=== mult_rr_arbiter ===
==> mult_rr_arbiter/placed.png <==
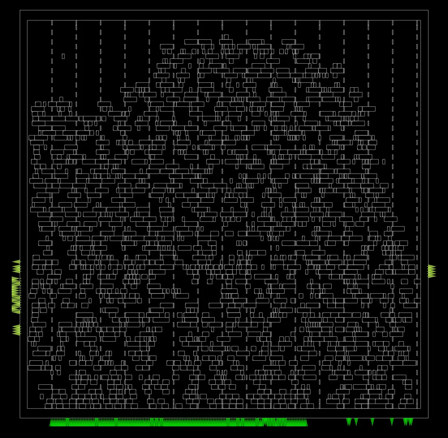

### src/rtl/mult_arb_pkg.sv
// mult_arb_pkg
// Shared definitions for the round-robin multiplier arbiter: pipeline latency,
// performance counter width, the requester ID width helper and the tag that
// travels alongside each operation through the multiplier pipeline.
// Optional feature macro used by the arbiter: MULT_ARB_PERF_CNT_EN.
package mult_arb_pkg;

   localparam int MULT_LATENCY = 2;
   localparam int PERF_CNT_W   = 32;

   // Tags are sized for the largest supported requester count (8) so the
   // struct can live in a package without depending on a module parameter.
   localparam int TAG_ID_W     = 3;

   // Number of bits needed to name one of n requesters, never below one.
   function automatic int id_width(input int n);
      if (n <= 2) begin
         return 1;
      end
      return $clog2(n);
   endfunction

   typedef struct packed {
      logic                valid;
      logic [TAG_ID_W-1:0] id;
   } tag_t;

endpackage

### src/rtl/pipelined_multiplier_2stage.sv
// pipelined_multiplier_2stage
// Two-stage signed multiplier. Stage 1 registers the operands, stage 2
// registers the full-precision product. The product register only loads when
// a valid operation reaches it, so it holds the last result while idle.
// Ports:
//   i_clk, i_reset        clock, synchronous active-high reset
//   i_valid, i_a, i_b     operation valid and signed operands
//   o_valid, o_product    product valid and signed 2*INPUT_WIDTH product
module pipelined_multiplier_2stage
   import mult_arb_pkg::*;
#(
   parameter int INPUT_WIDTH = 18
) (
   input  logic                     i_clk,
   input  logic                     i_reset,
   input  logic                     i_valid,
   input  logic [INPUT_WIDTH-1:0]   i_a,
   input  logic [INPUT_WIDTH-1:0]   i_b,
   output logic                     o_valid,
   output logic [2*INPUT_WIDTH-1:0] o_product
);

   logic [INPUT_WIDTH-1:0]   a_q;
   logic [INPUT_WIDTH-1:0]   b_q;
   logic                     s1_valid_q;
   logic [2*INPUT_WIDTH-1:0] product_q;
   logic                     s2_valid_q;
   logic [2*INPUT_WIDTH-1:0] a_ext;
   logic [2*INPUT_WIDTH-1:0] b_ext;

   // Sign-extending both operands to the product width makes the low
   // 2*INPUT_WIDTH bits of an unsigned multiply equal the signed product.
   assign a_ext = {{INPUT_WIDTH{a_q[INPUT_WIDTH-1]}}, a_q};
   assign b_ext = {{INPUT_WIDTH{b_q[INPUT_WIDTH-1]}}, b_q};

   // Stage 1 captures operands, stage 2 captures the product. Reset drops
   // both valids so any in-flight work is discarded.
   always_ff @(posedge i_clk) begin
      if (i_reset) begin
         a_q        <= '0;
         b_q        <= '0;
         s1_valid_q <= 1'b0;
         product_q  <= '0;
         s2_valid_q <= 1'b0;
      end else begin
         a_q        <= i_a;
         b_q        <= i_b;
         s1_valid_q <= i_valid;
         s2_valid_q <= s1_valid_q;
         if (s1_valid_q) begin
            product_q <= a_ext * b_ext;
         end
      end
   end

   assign o_valid   = s2_valid_q;
   assign o_product = product_q;

endmodule

### src/rtl/mult_rr_arbiter.sv
// mult_rr_arbiter
// Shares one two-stage pipelined signed multiplier among NUM_REQ requesters.
// A round-robin search starting at rr_ptr grants at most one request per
// cycle, the granted operands go straight into the multiplier, and a tag pipe
// carrying the requester ID runs alongside so the product is steered back to
// its originator two cycles after acceptance.
// Ports:
//   i_clk, i_reset      clock, synchronous active-high reset
//   i_req_valid         per-requester request valid
//   i_req_a, i_req_b    packed signed operands, requester k at slice k
//   o_req_ready         one-hot combinational grant
//   o_rsp_valid         one-hot product valid
//   o_rsp_data          product shared by all requesters
//   o_busy              an operation is in flight
//   o_grant_cnt         per-requester saturating accept counters, only
//                       present when MULT_ARB_PERF_CNT_EN is defined
module mult_rr_arbiter
   import mult_arb_pkg::*;
#(
   parameter int NUM_REQ     = 4,
   parameter int INPUT_WIDTH = 18
) (
   input  logic                             i_clk,
   input  logic                             i_reset,
   input  logic [NUM_REQ-1:0]               i_req_valid,
   input  logic [NUM_REQ*INPUT_WIDTH-1:0]   i_req_a,
   input  logic [NUM_REQ*INPUT_WIDTH-1:0]   i_req_b,
   output logic [NUM_REQ-1:0]               o_req_ready,
   output logic [NUM_REQ-1:0]               o_rsp_valid,
   output logic [2*INPUT_WIDTH-1:0]         o_rsp_data,
`ifdef MULT_ARB_PERF_CNT_EN
   output logic [NUM_REQ*PERF_CNT_W-1:0]    o_grant_cnt,
`endif
   output logic                             o_busy
);

   localparam int IDW = id_width(NUM_REQ);
   localparam int PW  = 2*INPUT_WIDTH;

   logic [IDW-1:0]         rr_ptr_q;
   logic [IDW-1:0]         rr_ptr_d;
   logic [NUM_REQ-1:0]     grant;
   logic                   grant_found;
   logic [IDW-1:0]         grant_id;
   logic [INPUT_WIDTH-1:0] mul_a;
   logic [INPUT_WIDTH-1:0] mul_b;
   logic                   mul_valid_out;
   logic [PW-1:0]          mul_product;
   tag_t                   tag_d;
   tag_t                   tag_q [MULT_LATENCY];
   logic                   busy_d;
   logic                   busy_q;

   // Round-robin search: offset i from rr_ptr names candidate (rr_ptr+i) mod
   // NUM_REQ, and the first valid candidate wins. The inner loop uses only
   // constant indices so the selection stays a clean priority mux. Reset
   // forces every grant low.
   always_comb begin
      grant       = '0;
      grant_found = 1'b0;
      grant_id    = '0;
      for (int i = 0; i < NUM_REQ; i++) begin
         for (int k = 0; k < NUM_REQ; k++) begin
            if (!grant_found && i_req_valid[k] &&
                (k == ((int'(rr_ptr_q) + i) % NUM_REQ))) begin
               grant_found = 1'b1;
               grant[k]    = 1'b1;
               grant_id    = IDW'(k);
            end
         end
      end
      if (i_reset) begin
         grant       = '0;
         grant_found = 1'b0;
         grant_id    = '0;
      end
   end

   // Operand mux: the one-hot grant selects which requester's operands feed
   // the multiplier; with no grant the operands are zero and unused.
   always_comb begin
      mul_a = '0;
      mul_b = '0;
      for (int k = 0; k < NUM_REQ; k++) begin
         if (grant[k]) begin
            mul_a = i_req_a[k*INPUT_WIDTH +: INPUT_WIDTH];
            mul_b = i_req_b[k*INPUT_WIDTH +: INPUT_WIDTH];
         end
      end
   end

   // Next pointer sits just past the winner so it becomes lowest priority,
   // which bounds any waiting requester to NUM_REQ cycles. No grant, no move.
   always_comb begin
      rr_ptr_d = rr_ptr_q;
      if (grant_found) begin
         if (int'(grant_id) == NUM_REQ-1) begin
            rr_ptr_d = '0;
         end else begin
            rr_ptr_d = grant_id + IDW'(1);
         end
      end
   end

   // Tag entering the pipe this cycle, plus the next-cycle busy flag: busy
   // next cycle exactly when some tag stage will hold a valid entry.
   always_comb begin
      tag_d.valid = grant_found;
      tag_d.id    = TAG_ID_W'(grant_id);
      busy_d      = tag_d.valid;
      for (int i = 0; i < MULT_LATENCY-1; i++) begin
         busy_d = busy_d | tag_q[i].valid;
      end
   end

   // Pointer, tag pipe and busy registers. The tag pipe shifts every cycle
   // in lockstep with the multiplier valids; reset empties it so products
   // already in flight never produce a response.
   always_ff @(posedge i_clk) begin
      if (i_reset) begin
         rr_ptr_q <= '0;
         busy_q   <= 1'b0;
         for (int i = 0; i < MULT_LATENCY; i++) begin
            tag_q[i] <= '0;
         end
      end else begin
         rr_ptr_q <= rr_ptr_d;
         busy_q   <= busy_d;
         tag_q[0] <= tag_d;
         for (int i = 1; i < MULT_LATENCY; i++) begin
            tag_q[i] <= tag_q[i-1];
         end
      end
   end

   pipelined_multiplier_2stage #(
      .INPUT_WIDTH(INPUT_WIDTH)
   ) u_mult (
      .i_clk    (i_clk),
      .i_reset  (i_reset),
      .i_valid  (grant_found),
      .i_a      (mul_a),
      .i_b      (mul_b),
      .o_valid  (mul_valid_out),
      .o_product(mul_product)
   );

   // Response demux: a pure decode of the last tag stage and the multiplier
   // output valid, both flops, so the one-hot valid is glitch-free and lines
   // up with the registered product.
   always_comb begin
      o_rsp_valid = '0;
      for (int k = 0; k < NUM_REQ; k++) begin
         o_rsp_valid[k] = mul_valid_out && tag_q[MULT_LATENCY-1].valid &&
                          (tag_q[MULT_LATENCY-1].id == TAG_ID_W'(k));
      end
   end

   assign o_req_ready = grant;
   assign o_rsp_data  = mul_product;
   assign o_busy      = busy_q;

`ifdef MULT_ARB_PERF_CNT_EN
   logic [NUM_REQ-1:0][PERF_CNT_W-1:0] grant_cnt_q;

   // One saturating counter per requester, bumped on each accepted handshake
   // and pinned at all-ones once it gets there.
   always_ff @(posedge i_clk) begin
      if (i_reset) begin
         grant_cnt_q <= '0;
      end else begin
         for (int k = 0; k < NUM_REQ; k++) begin
            if (grant[k] && (grant_cnt_q[k] != '1)) begin
               grant_cnt_q[k] <= grant_cnt_q[k] + PERF_CNT_W'(1);
            end
         end
      end
   end

   assign o_grant_cnt = grant_cnt_q;
`endif

endmodule

### config.mk
export PLATFORM = sky130hd
export DESIGN_NAME = mult_rr_arbiter
export DESIGN_NICKNAME = d
export VERILOG_FILES = /design/src/rtl/mult_arb_pkg.sv /design/src/rtl/pipelined_multiplier_2stage.sv /design/src/rtl/mult_rr_arbiter.sv
export SDC_FILE = /design/constraint.sdc
export NUM_CORES = 1
export LEC_CHECK = 0
export ABC_CLOCK_PERIOD_IN_PS = 11600
export CAP_MARGIN = 20
export CORE_MARGIN = 4
export CORE_UTILIZATION = 30
export CTS_CLUSTER_DIAMETER = 50
export CTS_CLUSTER_SIZE = 10
export DETAILED_ROUTE_END_ITERATION = 12
export GPL_ROUTABILITY_DRIVEN = 0
export PLACE_DENSITY_LB_ADDON = 0.08
export SLEW_MARGIN = 10
export SYNTH_ARGS = -nofsm -noshare
export SYNTH_HDL_FRONTEND = slang
export SYNTH_SLANG_ARGS = --single-unit
### constraint.sdc
create_clock -name i_clk -period 11.6 [get_ports i_clk]
set_input_delay 1.74 -clock i_clk [delete_from_list [all_inputs] [get_ports i_clk]]
set_output_delay 1.74 -clock i_clk [all_outputs]
set_load 0.01 [all_outputs]
=== pad_input_filter ===
**src/rtl/pad_input_filter.sv**
```systemverilog
// rtl/pad_input_filter.sv - pad synchroniser, glitch qualifier, edge strobes
// Optional saturating edge counter is built when PAD_INPUT_FILTER_COUNT_EN is defined.
module pad_input_filter #(
  parameter int   SYNC_STAGES = 2,
  parameter int   FILTER_W    = 8,
  parameter int   CNT_W       = 16,
  parameter logic IDLE_VAL    = 1'b1,
  parameter int   COUNT_SEL   = 0
) (
  input  logic                clk,
  input  logic                rst_n,
  input  logic                pad_in,
  input  logic [FILTER_W-1:0] filter_len,
  output logic                level,
  output logic                rise,
  output logic                fall,
  input  logic                count_clr,
  output logic [CNT_W-1:0]    edge_count
);

  logic [SYNC_STAGES-1:0] sync_q;
  logic                   sync;
  logic [FILTER_W-1:0]    qcnt;

  always_ff @(posedge clk) begin
    if (!rst_n) begin
      sync_q <= {SYNC_STAGES{IDLE_VAL}};
    end else begin
      sync_q <= {sync_q[SYNC_STAGES-2:0], pad_in};
    end
  end

  assign sync = sync_q[SYNC_STAGES-1];

  // The >= compare accepts before qcnt can wrap, even if filter_len drops mid-count.
  always_ff @(posedge clk) begin
    if (!rst_n) begin
      level <= IDLE_VAL;
      qcnt  <= '0;
      rise  <= 1'b0;
      fall  <= 1'b0;
    end else begin
      rise <= 1'b0;
      fall <= 1'b0;
      if (sync == level) begin
        qcnt <= '0;
      end else if (qcnt >= filter_len) begin
        level <= sync;
        qcnt  <= '0;
        rise  <= sync;
        fall  <= ~sync;
      end else begin
        qcnt <= qcnt + 1'b1;
      end
    end
  end

`ifdef PAD_INPUT_FILTER_COUNT_EN
  logic counted;

  always_comb begin
    counted = 1'b0;
    case (COUNT_SEL)
      0:       counted = rise;
      1:       counted = fall;
      default: counted = rise | fall;
    endcase
  end

  // Clear wins over a coincident edge; the count holds at all-ones.
  always_ff @(posedge clk) begin
    if (!rst_n) begin
      edge_count <= '0;
    end else if (count_clr) begin
      edge_count <= '0;
    end else if (counted && (edge_count != {CNT_W{1'b1}})) begin
      edge_count <= edge_count + 1'b1;
    end
  end
`else
  logic unused_count_clr;

  assign edge_count       = '0;
  assign unused_count_clr = count_clr ^ (COUNT_SEL == 0);
`endif

endmodule
```
**config.mk**
```make
export PLATFORM = sky130hd
export DESIGN_NAME = pad_input_filter
export DESIGN_NICKNAME = d
export VERILOG_FILES = /design/src/rtl/pad_input_filter.sv
export SDC_FILE = /design/constraint.sdc
export NUM_CORES = 1
export LEC_CHECK = 0
export ABC_AREA = 1
export CORE_MARGIN = 2
export CORE_UTILIZATION = 30
export CTS_CLUSTER_DIAMETER = 50
export DETAILED_ROUTE_END_ITERATION = 16
export GPL_TIMING_DRIVEN = 1
export SETUP_SLACK_MARGIN = 0.3
export SYNTH_ARGS = -nofsm -noshare
export SYNTH_HDL_FRONTEND = slang
export SYNTH_SLANG_ARGS = --single-unit
```
**constraint.sdc**
```tcl
create_clock -name clk -period 1.25 [get_ports clk]
set_input_delay 0.3125 -clock clk [delete_from_list [all_inputs] [get_ports clk]]
set_output_delay 0.3125 -clock clk [all_outputs]
set_load 0.02 [all_outputs]
```
=== lift_call_register ===
File: config.mk
export PLATFORM = sky130hd
export DESIGN_NAME = lift_call_register
export DESIGN_NICKNAME = d
export VERILOG_FILES = /design/src/rtl/lift_call_register.sv
export SDC_FILE = /design/constraint.sdc
export NUM_CORES = 1
export LEC_CHECK = 0
export ABC_AREA = 1
export CAP_MARGIN = 0
export CORE_MARGIN = 3
export CORE_UTILIZATION = 51
export CTS_CLUSTER_SIZE = 40
export DETAILED_ROUTE_END_ITERATION = 12
export PLACE_DENSITY = 0.8
export SETUP_SLACK_MARGIN = 0.2
export SKIP_CTS_REPAIR_TIMING = 1
export SYNTH_ARGS = -nofsm -noshare
export SYNTH_HDL_FRONTEND = slang
export SYNTH_SLANG_ARGS = --single-unit
File: constraint.sdc
create_clock -name clk -period 3.8 [get_ports clk]
set_input_delay 0.38 -clock clk [delete_from_list [all_inputs] [get_ports clk]]
set_output_delay 0.38 -clock clk [all_outputs]
set_load 0.05 [all_outputs]
File: src/rtl/lift_call_register.sv
// ---------------------------------------------------------------------------
// lift_call_register
//
// Turns debounced button levels into latched floor requests, clears a request
// when the car services that floor, tracks sweep direction (IDLE/UP/DOWN) and
// presents the next target floor using the SCAN rule: keep moving in the
// current direction while work remains ahead, otherwise reverse or go idle.
//
// Ports
//   clk        : system clock, everything on the rising edge
//   resetb     : synchronous, active-high reset (1 = reset)
//   cleansw    : debounced button levels, bit i = floor i
//   cur_floor  : floor the car is at or passing
//   serve      : car stopped with doors open at cur_floor (level)
//   req        : pending-request vector
//   new_req    : one-cycle pulse when at least one request bit is newly set
//   req_valid  : any request pending (registered alongside next_floor)
//   next_floor : selected target floor
//   dir        : sweep state, 00 IDLE, 01 UP, 10 DOWN; this is the FSM state
//                register itself, so it doubles as the state debug view
//
// Output qualification: next_floor is meaningful to the motion controller
// only while req_valid is high, or while dir is UP/DOWN. There is no
// backpressure; the consumer samples every cycle.
// ---------------------------------------------------------------------------
module lift_call_register #(
  parameter int NFLOORS = 4,
  parameter int FLW     = 2
) (
  input  logic               clk,
  input  logic               resetb,
  input  logic [NFLOORS-1:0] cleansw,
  input  logic [FLW-1:0]     cur_floor,
  input  logic               serve,
  output logic [NFLOORS-1:0] req,
  output logic               new_req,
  output logic               req_valid,
  output logic [FLW-1:0]     next_floor,
  output logic [1:0]         dir
);

  typedef enum logic [1:0] {
    DIR_IDLE = 2'b00,
    DIR_UP   = 2'b01,
    DIR_DOWN = 2'b10
  } dir_t;

  dir_t               state;
  dir_t               state_nxt;
  logic [NFLOORS-1:0] prev;
  logic [NFLOORS-1:0] press;
  logic [NFLOORS-1:0] clr;
  logic               above;
  logic               below;
  logic               here;
  logic [FLW-1:0]     up_tgt;
  logic [FLW-1:0]     dn_tgt;
  logic [FLW-1:0]     tgt_nxt;
  int                 cur_i;

  assign dir = state;

  // Request bookkeeping, direction decision and target selection.
  // A cur_floor outside 0..NFLOORS-1 never matches a floor index, so it
  // clears nothing and no bit counts as "here"; it still classifies every
  // pending floor as below, which keeps the car heading back into range.
  always_comb begin
    cur_i  = int'(cur_floor);
    press  = cleansw & ~prev;
    clr    = '0;
    above  = 1'b0;
    below  = 1'b0;
    here   = 1'b0;
    up_tgt = '0;
    dn_tgt = '0;

    for (int j = 0; j < NFLOORS; j++) begin
      if (serve && (j == cur_i)) clr[j] = 1'b1;
      if (req[j] && (j >  cur_i)) above = 1'b1;
      if (req[j] && (j <  cur_i)) below = 1'b1;
      if (req[j] && (j == cur_i)) here  = 1'b1;
    end

    // Descending scan: the last hit is the lowest pending floor above.
    for (int j = NFLOORS - 1; j >= 0; j--) begin
      if (req[j] && (j > cur_i)) up_tgt = FLW'(j);
    end

    // Ascending scan: the last hit is the highest pending floor below.
    for (int j = 0; j < NFLOORS; j++) begin
      if (req[j] && (j < cur_i)) dn_tgt = FLW'(j);
    end

    // SCAN direction rule.
    state_nxt = state;
    case (state)
      DIR_IDLE: begin
        if (above)      state_nxt = DIR_UP;
        else if (below) state_nxt = DIR_DOWN;
        else            state_nxt = DIR_IDLE;
      end
      DIR_UP: begin
        if (above)      state_nxt = DIR_UP;
        else if (below) state_nxt = DIR_DOWN;
        else            state_nxt = DIR_IDLE;
      end
      DIR_DOWN: begin
        if (below)      state_nxt = DIR_DOWN;
        else if (above) state_nxt = DIR_UP;
        else            state_nxt = DIR_IDLE;
      end
      default:          state_nxt = DIR_IDLE;
    endcase

    // Target follows the direction being entered this cycle. UP/DOWN are
    // only entered when a matching request exists, so the target is always
    // a real floor. IDLE keeps the last target unless the car's own floor
    // is pending.
    tgt_nxt = next_floor;
    case (state_nxt)
      DIR_UP:   tgt_nxt = up_tgt;
      DIR_DOWN: tgt_nxt = dn_tgt;
      default: begin
        if (here) tgt_nxt = cur_floor;
      end
    endcase
  end

  always_ff @(posedge clk) begin
    if (resetb) begin
      prev       <= '0;
      req        <= '0;
      new_req    <= 1'b0;
      req_valid  <= 1'b0;
      next_floor <= '0;
      state      <= DIR_IDLE;
    end else begin
      prev       <= cleansw;
      // Clear beats a simultaneous press at the same floor.
      req        <= (req | press) & ~clr;
      // Pulse only for bits that actually become set this cycle.
      new_req    <= |(press & ~req & ~clr);
      req_valid  <= |req;
      next_floor <= tgt_nxt;
      state      <= state_nxt;
    end
  end

endmodule

=== riscv_mmio_uart_tx_flat ===
$ cat config.mk
export PLATFORM = sky130hd
export DESIGN_NAME = riscv_mmio_uart_tx_flat
export DESIGN_NICKNAME = d
export VERILOG_FILES = /design/src/rtl/riscv_mmio_uart_tx_if.sv /design/src/rtl/riscv_mmio_uart_tx.sv /design/src/flat_wrapper.sv
export SDC_FILE = /design/constraint.sdc
export NUM_CORES = 1
export LEC_CHECK = 0
export ABC_AREA = 1
export ABC_CLOCK_PERIOD_IN_PS = 6700
export CAP_MARGIN = 5
export CORE_ASPECT_RATIO = 1.4
export CORE_MARGIN = 8
export CORE_UTILIZATION = 63
export CTS_BUF_LIST = sky130_fd_sc_hd__clkbuf_4 sky130_fd_sc_hd__clkbuf_8
export DETAILED_ROUTE_END_ITERATION = 6
export PLACE_DENSITY_LB_ADDON = 0.15
export SLEW_MARGIN = 20
export SYNTH_ARGS = -nofsm -noshare
export SYNTH_HDL_FRONTEND = slang
export SYNTH_SLANG_ARGS = --single-unit
$ cat constraint.sdc
create_clock -name CLK -period 6.7 [get_ports CLK]
set_input_delay 1.34 -clock CLK [delete_from_list [all_inputs] [get_ports CLK]]
set_output_delay 1.34 -clock CLK [all_outputs]
set_load 0.005 [all_outputs]
$ cat src/rtl/riscv_mmio_uart_tx_if.sv
// Data-memory bus bundle shared by the core (master) and MMIO peripherals (slave).
// Signal names follow the core's bus naming: CSN/WEN active-low, BE active-high.
interface riscv_mmio_uart_tx_if;
  logic        CSN;
  logic        WEN;
  logic [3:0]  BE;
  logic [31:0] ADDR;
  logic [31:0] DI;
  logic [31:0] DOUT;
  logic        HIT;

  modport master (output CSN, WEN, BE, ADDR, DI, input DOUT, HIT);
  modport slave  (input CSN, WEN, BE, ADDR, DI, output DOUT, HIT);
endinterface

$ cat src/rtl/riscv_mmio_uart_tx.sv
// Memory-mapped 8N1 UART transmitter living in a 16-byte window of the data bus.
// Registers: 0x0 TXDATA (push), 0x4 STATUS, 0x8 DIV (clocks per bit), 0xC TXCNT.
// Stores to TXDATA feed a circular FIFO; a four-state serializer drains it.
module riscv_mmio_uart_tx #(
  parameter logic [31:0] BASE_ADDR  = 32'h0000_3F00,
  parameter int          FIFO_DEPTH = 8,
  parameter logic [15:0] DIV_RESET  = 16'd16
) (
  input  logic                     CLK,
  input  logic                     RST,
  riscv_mmio_uart_tx_if.slave      bus,
  output logic                     TXD,
  output logic                     IRQ
);

  localparam int PW = $clog2(FIFO_DEPTH);
  localparam int CW = PW + 1;
  localparam logic [CW-1:0] FULL_CNT = CW'(FIFO_DEPTH);

  typedef enum logic [1:0] {S_IDLE, S_START, S_DATA, S_STOP} state_t;

  // Bus decode
  logic       acc, wr, rd;
  logic [1:0] off;

  // FIFO storage and bookkeeping
  logic [7:0]    mem_q [FIFO_DEPTH];
  logic [PW-1:0] wr_ptr_q, wr_ptr_d, rd_ptr_q, rd_ptr_d;
  logic [CW-1:0] count_q, count_d;
  logic          push_req, push, pop, full, empty;

  // Registers
  logic        ovf_q, ovf_d;
  logic [15:0] div_q, div_d, div_eff;
  logic [31:0] txcnt_q, txcnt_d;
  logic [31:0] dout_q, dout_d, rdata;
  logic        hit_q, hit_d;
  logic        irq_q, irq_d;
  logic [31:0] cnt_ext;
  logic [3:0]  cnt_sat;

  // Serializer
  state_t      state_q, state_d;
  logic [7:0]  shift_q, shift_d;
  logic [15:0] timer_q, timer_d;
  logic [15:0] reload_q, reload_d;
  logic [2:0]  bit_idx_q, bit_idx_d;
  logic        txd_q, txd_d;
  logic        frame_done;

  // Bits of the bus this block never looks at.
  logic unused_bits;
  assign unused_bits = ^{bus.ADDR[1:0], bus.DI[31:16]};

  assign acc   = !bus.CSN && (bus.ADDR[31:4] == BASE_ADDR[31:4]);
  assign wr    = acc && !bus.WEN;
  assign rd    = acc && bus.WEN;
  assign off   = bus.ADDR[3:2];

  assign full    = (count_q == FULL_CNT);
  assign empty   = (count_q == '0);
  assign div_eff = (div_q == 16'd0) ? 16'd1 : div_q;

  // Serializer next-state: each phase lasts reload_q+1 cycles; the divisor is
  // latched only when a byte is popped so mid-frame DIV writes wait a frame.
  always_comb begin
    state_d    = state_q;
    shift_d    = shift_q;
    timer_d    = timer_q;
    reload_d   = reload_q;
    bit_idx_d  = bit_idx_q;
    pop        = 1'b0;
    frame_done = 1'b0;
    case (state_q)
      S_IDLE: begin
        if (!empty) begin
          pop       = 1'b1;
          shift_d   = mem_q[rd_ptr_q];
          reload_d  = div_eff - 16'd1;
          timer_d   = div_eff - 16'd1;
          bit_idx_d = 3'd0;
          state_d   = S_START;
        end
      end
      S_START: begin
        if (timer_q == 16'd0) begin
          timer_d = reload_q;
          state_d = S_DATA;
        end else begin
          timer_d = timer_q - 16'd1;
        end
      end
      S_DATA: begin
        if (timer_q == 16'd0) begin
          timer_d = reload_q;
          if (bit_idx_q == 3'd7) begin
            state_d = S_STOP;
          end else begin
            shift_d   = shift_q >> 1;
            bit_idx_d = bit_idx_q + 3'd1;
          end
        end else begin
          timer_d = timer_q - 16'd1;
        end
      end
      S_STOP: begin
        if (timer_q == 16'd0) begin
          frame_done = 1'b1;
          state_d    = S_IDLE;
        end else begin
          timer_d = timer_q - 16'd1;
        end
      end
      default: state_d = S_IDLE;
    endcase
    case (state_d)
      S_START: txd_d = 1'b0;
      S_DATA:  txd_d = shift_d[0];
      default: txd_d = 1'b1;
    endcase
  end

  // FIFO pointers, register writes and read-data mux. Fullness uses the
  // pre-edge count, so a same-cycle pop never rescues an overflowing push.
  always_comb begin
    push_req = wr && (off == 2'd0) && bus.BE[0];
    push     = push_req && !full;
    wr_ptr_d = push ? wr_ptr_q + PW'(1) : wr_ptr_q;
    rd_ptr_d = pop  ? rd_ptr_q + PW'(1) : rd_ptr_q;
    count_d  = count_q;
    case ({push, pop})
      2'b10:   count_d = count_q + CW'(1);
      2'b01:   count_d = count_q - CW'(1);
      default: count_d = count_q;
    endcase

    // Set beats W1C clear when both land on the same edge.
    ovf_d = ovf_q;
    if (wr && (off == 2'd1) && bus.BE[0] && bus.DI[3]) ovf_d = 1'b0;
    if (push_req && full)                              ovf_d = 1'b1;

    div_d = div_q;
    if (wr && (off == 2'd2)) begin
      if (bus.BE[0]) div_d[7:0]  = bus.DI[7:0];
      if (bus.BE[1]) div_d[15:8] = bus.DI[15:8];
    end

    // Clear beats frame completion.
    txcnt_d = frame_done ? txcnt_q + 32'd1 : txcnt_q;
    if (wr && (off == 2'd3) && (|bus.BE)) txcnt_d = 32'd0;

    cnt_ext = 32'(count_q);
    cnt_sat = (cnt_ext > 32'd15) ? 4'hF : cnt_ext[3:0];
    case (off)
      2'd1:    rdata = {20'd0, cnt_sat, 4'd0, ovf_q, (state_q != S_IDLE), empty, full};
      2'd2:    rdata = {16'd0, div_q};
      2'd3:    rdata = txcnt_q;
      default: rdata = 32'd0;
    endcase
    dout_d = rd ? rdata : 32'd0;
    hit_d  = acc;
    irq_d  = empty && (state_q == S_IDLE);
  end

  // FIFO storage: write-only port, no reset needed (pointers define validity).
  always_ff @(posedge CLK) begin
    if (push) mem_q[wr_ptr_q] <= bus.DI[7:0];
  end

  // State registers with synchronous reset; reset also aborts any frame.
  always_ff @(posedge CLK) begin
    if (RST) begin
      wr_ptr_q  <= '0;
      rd_ptr_q  <= '0;
      count_q   <= '0;
      ovf_q     <= 1'b0;
      div_q     <= DIV_RESET;
      txcnt_q   <= 32'd0;
      dout_q    <= 32'd0;
      hit_q     <= 1'b0;
      irq_q     <= 1'b1;
      state_q   <= S_IDLE;
      shift_q   <= 8'd0;
      timer_q   <= 16'd0;
      reload_q  <= 16'd0;
      bit_idx_q <= 3'd0;
      txd_q     <= 1'b1;
    end else begin
      wr_ptr_q  <= wr_ptr_d;
      rd_ptr_q  <= rd_ptr_d;
      count_q   <= count_d;
      ovf_q     <= ovf_d;
      div_q     <= div_d;
      txcnt_q   <= txcnt_d;
      dout_q    <= dout_d;
      hit_q     <= hit_d;
      irq_q     <= irq_d;
      state_q   <= state_d;
      shift_q   <= shift_d;
      timer_q   <= timer_d;
      reload_q  <= reload_d;
      bit_idx_q <= bit_idx_d;
      txd_q     <= txd_d;
    end
  end

  assign bus.DOUT = dout_q;
  assign bus.HIT  = hit_q;
  assign TXD      = txd_q;
  assign IRQ      = irq_q;

endmodule
$ cat src/flat_wrapper.sv
// flat-port wrapper written by rule: the top's interface ports become plain ports
module riscv_mmio_uart_tx_flat 
#(
  parameter logic [31:0] BASE_ADDR  = 32'h0000_3F00,
  parameter int          FIFO_DEPTH = 8,
  parameter logic [15:0] DIV_RESET  = 16'd16
)
  (CLK, RST, TXD, IRQ, bus_CSN, bus_WEN, bus_BE, bus_ADDR, bus_DI, bus_DOUT, bus_HIT);
  riscv_mmio_uart_tx_if bus_i ();
  input  logic CLK;
  input  logic RST;
  output logic TXD;
  output logic IRQ;
  input wire logic [$bits(bus_i.CSN)-1:0] bus_CSN;
  input wire logic [$bits(bus_i.WEN)-1:0] bus_WEN;
  input wire logic [$bits(bus_i.BE)-1:0] bus_BE;
  input wire logic [$bits(bus_i.ADDR)-1:0] bus_ADDR;
  input wire logic [$bits(bus_i.DI)-1:0] bus_DI;
  output wire logic [$bits(bus_i.DOUT)-1:0] bus_DOUT;
  output wire logic [$bits(bus_i.HIT)-1:0] bus_HIT;
  assign bus_i.CSN = bus_CSN;
  assign bus_i.WEN = bus_WEN;
  assign bus_i.BE = bus_BE;
  assign bus_i.ADDR = bus_ADDR;
  assign bus_i.DI = bus_DI;
  assign bus_DOUT = bus_i.DOUT;
  assign bus_HIT = bus_i.HIT;
  riscv_mmio_uart_tx #(.BASE_ADDR(BASE_ADDR), .FIFO_DEPTH(FIFO_DEPTH), .DIV_RESET(DIV_RESET)) u_core (.CLK(CLK), .RST(RST), .bus(bus_i), .TXD(TXD), .IRQ(IRQ));
endmodule
==> mult_rr_arbiter/clock_wires.png <==
Scale bar: 50 um.
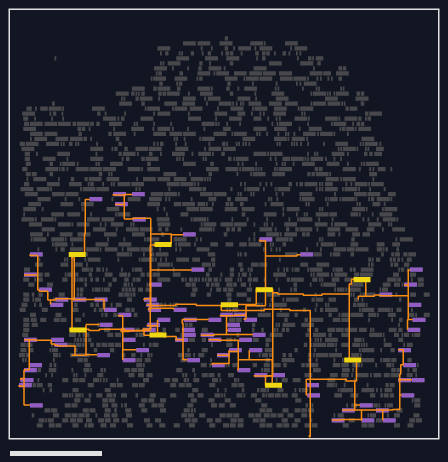
flip-flops -> purple  # count 81
clock-net drivers -> yellow  # count 9
clock wires -> orange  # length 1,520 um
routed clock nets = 10
fraction of power consumed by the clock network: 0.166
Final Skew: 0.0101 ns
Insertion Delay late pin: 0.37 ns
power dissipated in the clock network: 0.000299 W

About mult_rr_arbiter/placed.png:
post-layout util: 0.363
number of fillers in the final layout: 5,083
register fraction of the total cell area: 0.0910
number of tapcells: 664
area of the core: 0.0492 mm^2

==> summary.txt, mult_rr_arbiter <==
The implementation run finished. Once placement finished, the instance area stood at around 0.018 mm^2. Per the cell usage report, the commonest logic cell in the layout is sky130_fd_sc_hd__inv_1. The critical path ends at u_mult.o_product[35]. The floorplan step set the die width to ~230 um. Looking at area per cell type in the netlist, the leader is sky130_fd_sc_hd__fa_1. Ranked by power, first place goes to combinational logic.

Internal power consumption landed at roughly 0.00097 W. Number of standard cells in the layout, taps in and fillers out landed at about 2.4k. Sorting the synthesis cell report by count puts at the top sky130_fd_sc_hd__inv_1.

Final setup TNS landed at 0 ns. The tightest min-delay check is of the reg -> reg type. Per the final report, max-transition violations number 0. In this run the critical register-to-register path is launched from u_mult.b_q[6]. OpenROAD warning count landed at 26. The flow ran to the end, and the final reports show no timing, DRC or antenna violations. Number of different library cells in the post-synthesis netlist landed at 56.

Number of warnings issued by yosys landed at 0. Per the repair_timing log after CTS, setup buffers inserted total 0. Per the STA report, the cell with the highest stage delay on the worst path is sky130_fd_sc_hd__dfxtp_1. Per STA, the startpoint of the critical path is u_mult.b_q[6]. Per the power-grid run, VDD falls by no more than about 0.064 mV.

Vertical die size landed at around 230 um. Peak per-stage delay on the critical path landed at between 0.9 and 1 ns. Met1 wire length landed at around 20,000 um. By startpoint and endpoint, the worst setup path is classified as reg -> reg.

The floorplan has between 80 and 90 rows. Total cells reported by yosys after synthesis landed at about 1.6k. The flow measured a signed area growth from synthesis to layout of 19.0%. Maximum number of pins on one net before global-route repair landed at approximately 78. Worst hold slack landed at 0.451 ns.
-- mult_rr_arbiter: area by class of cell --
cell class	instances	area, um^2	area share
antenna	2	5.00	0.000281
clock inverter	6	66.3	0.00372
inverter	334	1250	0.0703
clock buffer	10	229	0.0128
sequential	81	1620	0.0910
multi-input combinational	1128	11800	0.662
timing repair buffer	206	2030	0.114
tap	664	831	0.0466
-- mult_rr_arbiter: worst max-delay path: cells and delay by family (launching register included) --
| family | cells | cell delay, ns |
|---|---|---|
| buf+inv | 3 | 0.34 |
| simple gates | 2 | 0.48 |
| compound gates | 7 | 1.49 |
| flops | 1 | 0.95 |
| xor+xnor | 1 | 0.08 |
| fa+ha+maj | 7 | 3.51 |
-- mult_rr_arbiter: cells by family (layout without fill, tap and decap cells) --
kind of cell	after synthesis	count (layout)	synth area share
simple gates	482	482	0.151
fa+ha+maj	423	423	0.518
buf+inv	418	556	0.105
compound gates	161	161	0.0805
flops	81	81	0.108
xor+xnor	38	38	0.0222
mux	24	24	0.0160
other cells	0	2	0
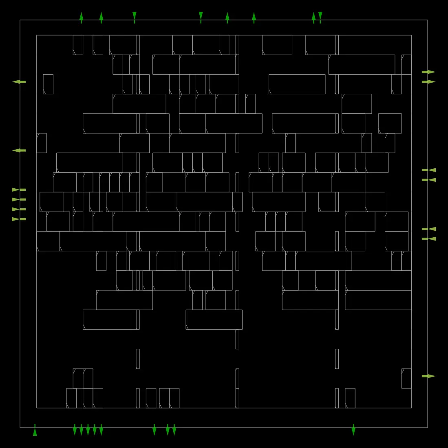
(pad_input_filter/placed.png)
fin cells: 166
post-layout util: 0.454
register fraction of the total cell area: 0.225
number of fillers in the final layout: 279

==> summary.txt, pad_input_filter <==
The implementation run finished. The flow ran to the end, but the final reports show violations. The final reports fail on negative setup slack. Proportion of layout cells with a drive suffix above 1 landed at 0.444.

Number of enable flip-flop cells landed at 0. Setup violation total in the final timing report landed at 10. Maximum root-to-sink buffer count landed at 2.

Number of nets still failing antenna checks after routing landed at 0. The top cell types in the final layout, fill and taps aside, are sky130_fd_sc_hd__conb_1 (16), sky130_fd_sc_hd__inv_1 (11), sky130_fd_sc_hd__nand2_1 (11), sky130_fd_sc_hd__buf_4 (11), sky130_fd_sc_hd__nor2_1 (10). The tree is rooted in a sky130_fd_sc_hd__clkbuf_4. The power report puts the net switching power at around 0.00023 W. Number of detailed-routing iterations run before antenna repair landed at 4. As reported, the later end of the worst-skew pair has a clock insertion delay of 0.28 ns. Instance count of the mapped netlist landed at between 100 and 150. Per report_power, the top consumer among the power groups is sequential cells. Once iteration 0 of detailed routing completed, the report listed 17 DRC markers. Per the area breakdown, the dominant cell category is logic gates. The pre-CTS setup check shows a worst slack of -0.605 ns. Total number of H-tree levels landed at 1. Between clock sinks in the finished design, the worst skew comes to 0.00204 ns. The routed design shows a via density per instance of slightly above 4. Global routing finished with a remaining overflow of 0. Of the total synthesized cell area, the portion taken by AND-OR and OR-AND cells is 0.0212. Vertical die size landed at approximately 57 um.

The synth_stat.txt file lists the number of cells as about 110. OpenROAD warning count landed at 30. Total cell area reported by yosys after synthesis landed at about 830 um^2.

Across all setup checks in the final design, the least slack found is -0.0298 ns. Adding up every negative setup slack in the final design gives -0.153 ns. For this run, the register share of the synthesized area comes to 0.315. Adder-cell share of the synthesized area landed at 0.136.
==> pad_input_filter: path summary, 6_finish.rpt <==
kind	start	endpoint	cells past startpoint
hold / removal	sync_q[0]	sync_q[1]	2
setup / recovery	qcnt[7]	level	6
setup reg to reg	qcnt[7]	level	6
hold reg to reg	sync_q[0]	sync_q[1]	2
==> pad_input_filter: stage by stage <==
stage	utilization	hold WS (ns)	power (W)
3_3_place_gp	0.401	0.387	0.000553
2_1_floorplan	-	0.380	0.000549
3_5_place_dp	0.401	0.397	0.000556
5_1_grt	0.454	0.441	0.000859
6_report	0.454	0.411	0.000826
4_1_cts	0.443	0.415	0.000825
==> pad_input_filter: routing by layer <==
layer,up-vias,routed length [um],track usage
li1,350,-,-
met1,300,695,0.128
met2,18,792,0.193
met3,5,75,0.0207
met4,0,44,0.0714
met5,-,0,0
==> pad_input_filter: critical path: stages (launching register included) <==
cell,delay (ns)
sky130_fd_sc_hd__dfxtp_2,0.34
sky130_fd_sc_hd__ha_4,0.22
sky130_fd_sc_hd__a21o_1,0.18
sky130_fd_sc_hd__nor2_4,0.16
sky130_fd_sc_hd__nand3_2,0.11
sky130_fd_sc_hd__nand2_2,0.09
sky130_fd_sc_hd__nand3_2,0.07
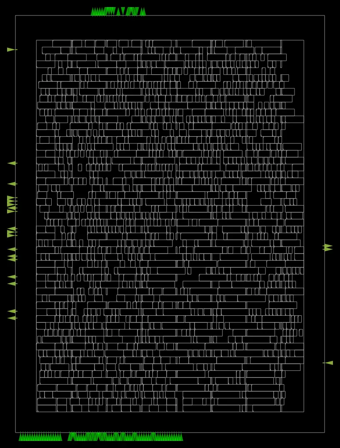
(riscv_mmio_uart_tx_flat/placed.png)
number of fillers in the final layout: 1,242
post-layout util: 0.753
register fraction of the total cell area: 0.407
total number of placement rows: 54

==> summary.txt, riscv_mmio_uart_tx_flat <==
The implementation run finished. The run finished with clean final reports. Count of input and output buffers landed at around 88. The final timing summary puts the cycle share of the worst path at 0.564. Of the total synthesized cell area, the portion taken by AND-OR and OR-AND cells is 0.102. The synthesis report names the predominant flop master as sky130_fd_sc_hd__dfxtp_1. Looking at the gate-level netlist, the highest instance count belongs to sky130_fd_sc_hd__nand2_1. Final-layout clock buffer total landed at 49. Hold violation total from the final report landed at 0.

Area used by sequential logic in the layout landed at 0.00476 mm^2. Of the total synthesized cell area, the portion taken by full adders, half adders and majority gates is 0.0176. The library cells used most frequently in the layout, excluding fill and tap cells, are sky130_fd_sc_hd__nand2_1 (328), sky130_fd_sc_hd__nor2_1 (208), sky130_fd_sc_hd__dfxtp_1 (142). Net count reported at finish landed at between 1k and 1.5k. Per the synthesis report, the XOR/XNOR share of the synthesized area is 0.0387.

Of the total synthesized cell area, the portion taken by AND, OR, NAND and NOR gates is 0.294. Recorded from the global router log, the overflow total was 0. Design area landed at 0.0117 mm^2. The arrival time of data at the worst endpoint is listed as between 4 and 5 ns. Number of global-route vias before repair landed at between 9k and 10k. TritonCTS built the clock tree. Number of warnings issued by yosys landed at 0. The repair_antennas step left the layout with diodes totalling 0.

The first TritonRoute pass finished after 5 iterations. Transition time at the pin with the least slew margin landed at 1.04 ns. Per the post-route antenna check, the number of violating nets is 0.
-- riscv_mmio_uart_tx_flat: worst max-delay path, stage by stage --
cell and delay (ns):
sky130_fd_sc_hd__clkdlybuf4s50_1 0.41, sky130_fd_sc_hd__or2_0 0.19, sky130_fd_sc_hd__or2_1 0.25, sky130_fd_sc_hd__nor2_1 0.09
sky130_fd_sc_hd__nand3b_1 0.19, sky130_fd_sc_hd__nor2_2 0.25, sky130_fd_sc_hd__nand2_1 0.23, sky130_fd_sc_hd__ha_1 0.31
sky130_fd_sc_hd__nand2_1 0.10, sky130_fd_sc_hd__inv_1 0.05, sky130_fd_sc_hd__o21ai_0 0.14, sky130_fd_sc_hd__nand2_1 0.09
sky130_fd_sc_hd__a21oi_1 0.13, sky130_fd_sc_hd__o21ai_0 0.14, sky130_fd_sc_hd__o21ai_0 0.19, sky130_fd_sc_hd__a21oi_1 0.05
-- riscv_mmio_uart_tx_flat: metal layers --
layer / up-vias / global-route usage / part of all wire
li1: 4482 / - / -
met2: 287 / 0.500 / 0.53
met3: 79 / 0.0383 / 0.051
met1: 4105 / 0.284 / 0.37
met5: - / 0 / 0
met4: 0 / 0.149 / 0.047
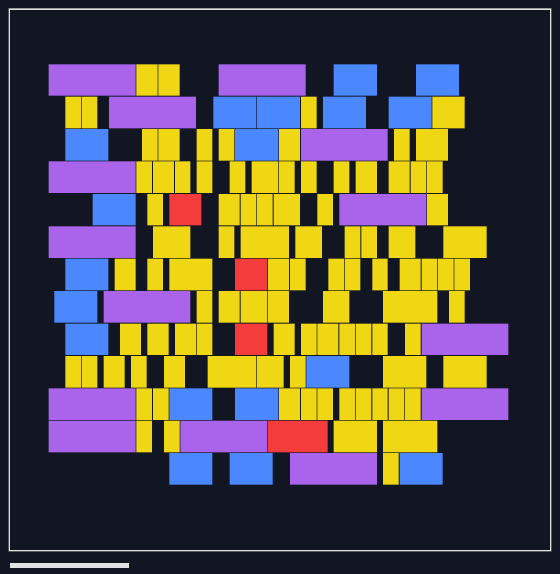
(lift_call_register/class_map.png)
Scale bar: 10 um.
clock drivers and dummy loads -> red  # cells 4, share of their area 3.7%
remaining buffers and delay cells -> blue  # cells 18, share of their area 18%
remaining logic cells -> yellow  # cells 96, share of their area 49%
registers -> purple  # cells 14, share of their area 29%
post-layout util: 0.730
total number of placement rows: 13

==> summary.txt, lift_call_register <==
The implementation run finished. CTS placed an instance of sky130_fd_sc_hd__clkbuf_4 at the clock tree root. Total leakage power landed at roughly 0.49 nW. Synthesis inferred 14 register bits. Normalized max-slew margin landed at 0.664. The routed layout has around 750 vias. Number of nets still failing antenna checks after routing landed at 0. Area share of the largest cell type after synthesis landed at 0.356.

The initial utilization of the core area, before any placement, comes to 0.577. Entering global routing, the biggest net connects 13 pins. Instance count of the mapped netlist landed at roughly 110.

The flow ran to the end, and the final reports show no timing, DRC or antenna violations. Data arrival at the endpoint of the critical path landed at around 2.6 ns. The first global-routing pass estimated 3040 um of wire.

In this run the cell area of the synthesized design comes to about 800 um^2. In the layout the commonest cells are sky130_fd_sc_hd__nand2_1 (21), sky130_fd_sc_hd__inv_1 (18), sky130_fd_sc_hd__clkdlybuf4s50_1 (18). TritonCTS built the clock tree. Note that the worst hold path type here is reg -> reg. The portion of synthesized area spent on multiplexers is 0.

The floorplan step set the die width to 45.3 um. TritonCTS created 3 clock buffers. Data required time of the critical path landed at 4.01 ns. The most numerous cell type found on the critical path is sky130_fd_sc_hd__nand2_1.
## lift_call_register: cell usage after synthesis, drive strengths merged
cell type   n
a21oi       7
a41oi       1
buf         2
clkbuf      1
dfxtp      14
ha          2
inv        20
nand2      25
nand3      14
nand3b      2
nand4       1
nor2       17
nor3        2
o21ai       4
or2         1
## lift_call_register: cell type report
class,instances,area [um^2],share of cell area
clock buffers,4,36.3,0.0364
well taps,15,18.8,0.0188
inverters,20,77.6,0.0778
repair buffers,18,180,0.181
multi-input cells,76,404,0.405
flip-flops and latches,14,280,0.281
## lift_call_register: per-layer routing
layer	up-vias	part of all wire	GRT usage
li1	392	-	-
met1	340	0.47	0.275
met2	13	0.48	0.311
met4	0	0.013	0.0702
met5	-	0	0
met3	4	0.030	0.0279
## lift_call_register: path summary, 6_finish.rpt
check          startpoint       endpoint  slack (ns)  cells after the start
max reg2reg        req[1]  next_floor[0]        1.81                     12
max          cur_floor[1]  next_floor[0]        1.42                     11
min               prev[2]         req[2]        0.55                      3
min reg2reg       prev[2]         req[2]        0.55                      3
## lift_call_register: power breakdown
group          leakage (nW)  switching, W  internal [W]
registers             0.116    0.00000989      0.000161
logic                 0.349     0.0000919     0.0000539
clock network        0.0210     0.0000490     0.0000582

==> layout pictures side by side <==
Wiring by layer.
Two of the layers only.
Plate I
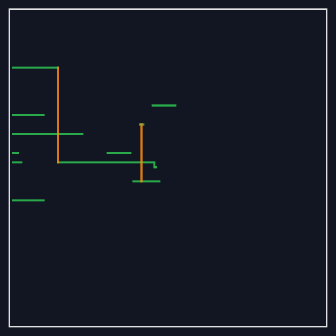
Plate II
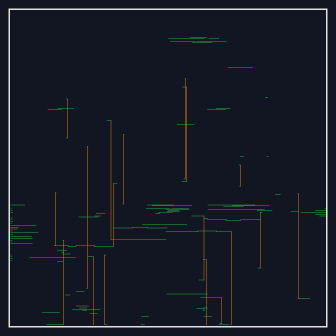
Plate III
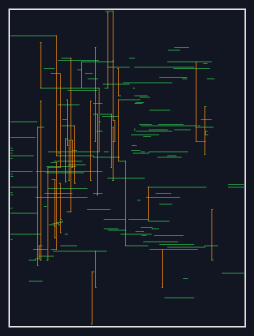
Plate IV
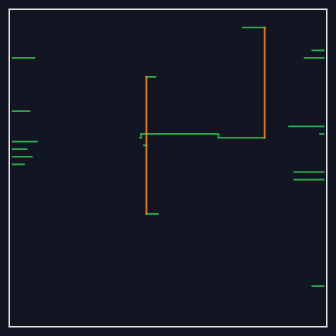
Plate III: riscv_mmio_uart_tx_flat
Plate I: lift_call_register
Plate IV: pad_input_filter
Plate II: mult_rr_arbiter
Of these, most wire: Plate II



==> gallery <==
PDN straps and rails.
image #1
Scale bar: 20 um. Pins as bars on the die edge.
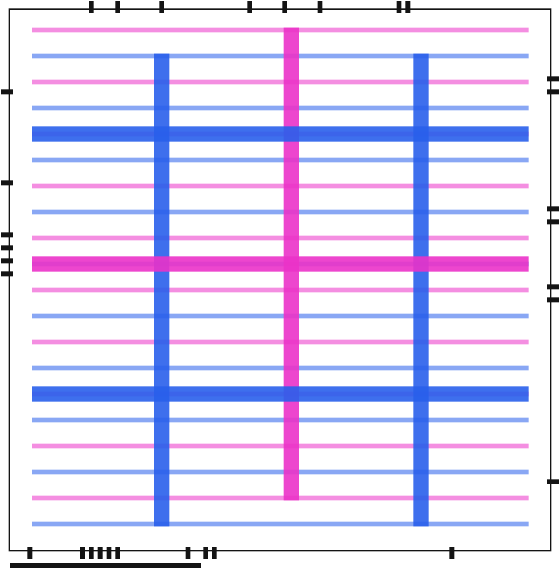
image #2
Scale bar: 50 um. Pins as bars on the die edge.
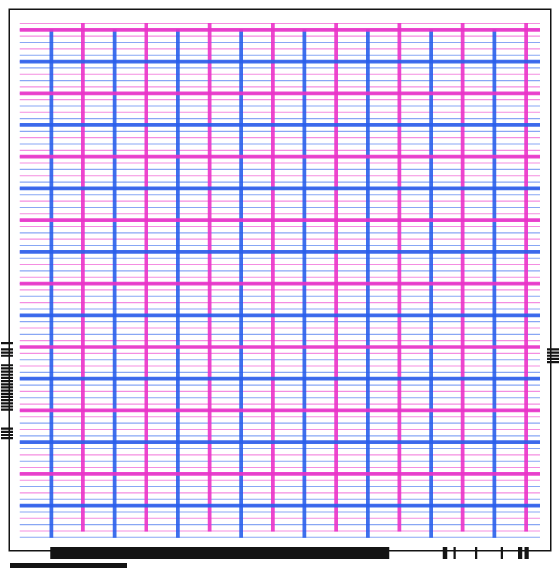
image #3
Scale bar: 20 um. Pins as bars on the die edge.
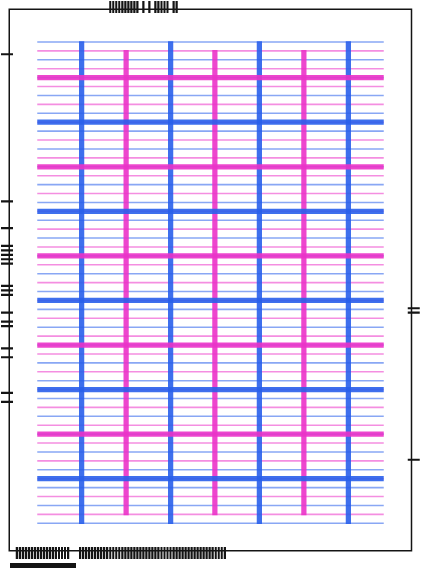
image #4
Scale bar: 10 um. Pins as bars on the die edge.
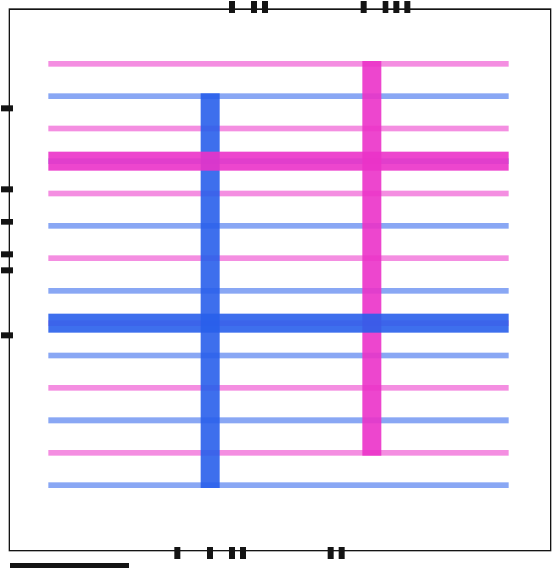
image #3: riscv_mmio_uart_tx_flat
image #4: lift_call_register
image #2: mult_rr_arbiter
image #1: pad_input_filter
- most pins: image #2

Key to image #3:
VSS -> blue
VDD -> magenta
met4 straps = 7
met1 rails = 55
met5 straps = 10


==> screenshots <==
Placed cells, one color a class.
(a)
Scale bar: 20 um.
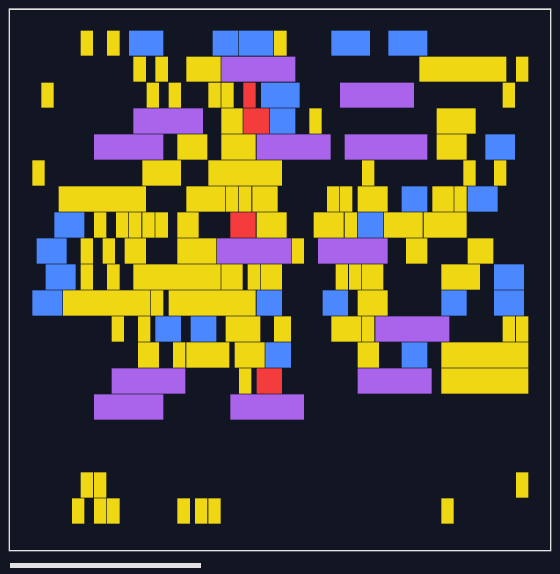
(b)
Scale bar: 50 um.
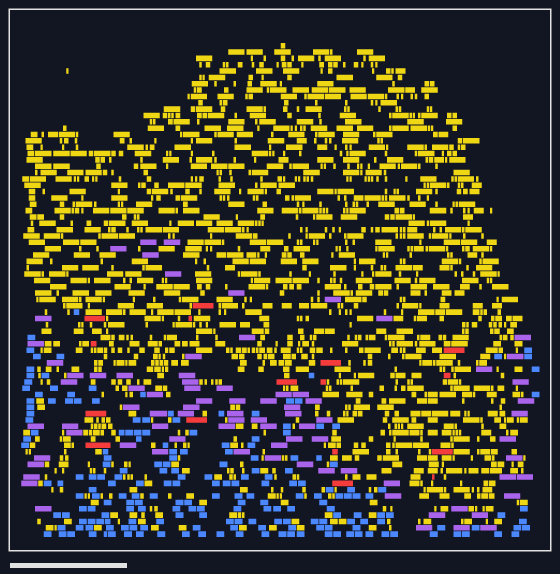
(c)
Scale bar: 20 um.
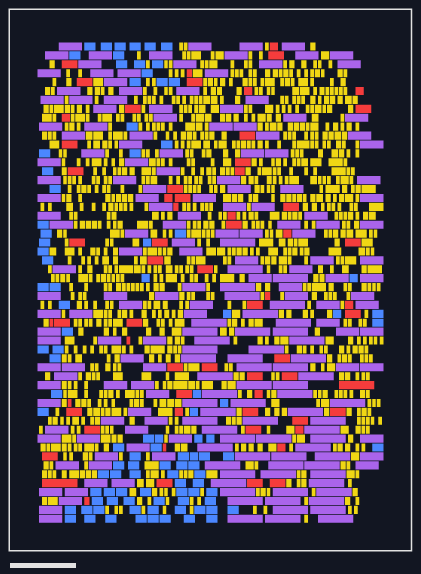
(a): pad_input_filter
(c): riscv_mmio_uart_tx_flat
(b): mult_rr_arbiter

No activity file was given, so power comes from the tool's default toggle rates.
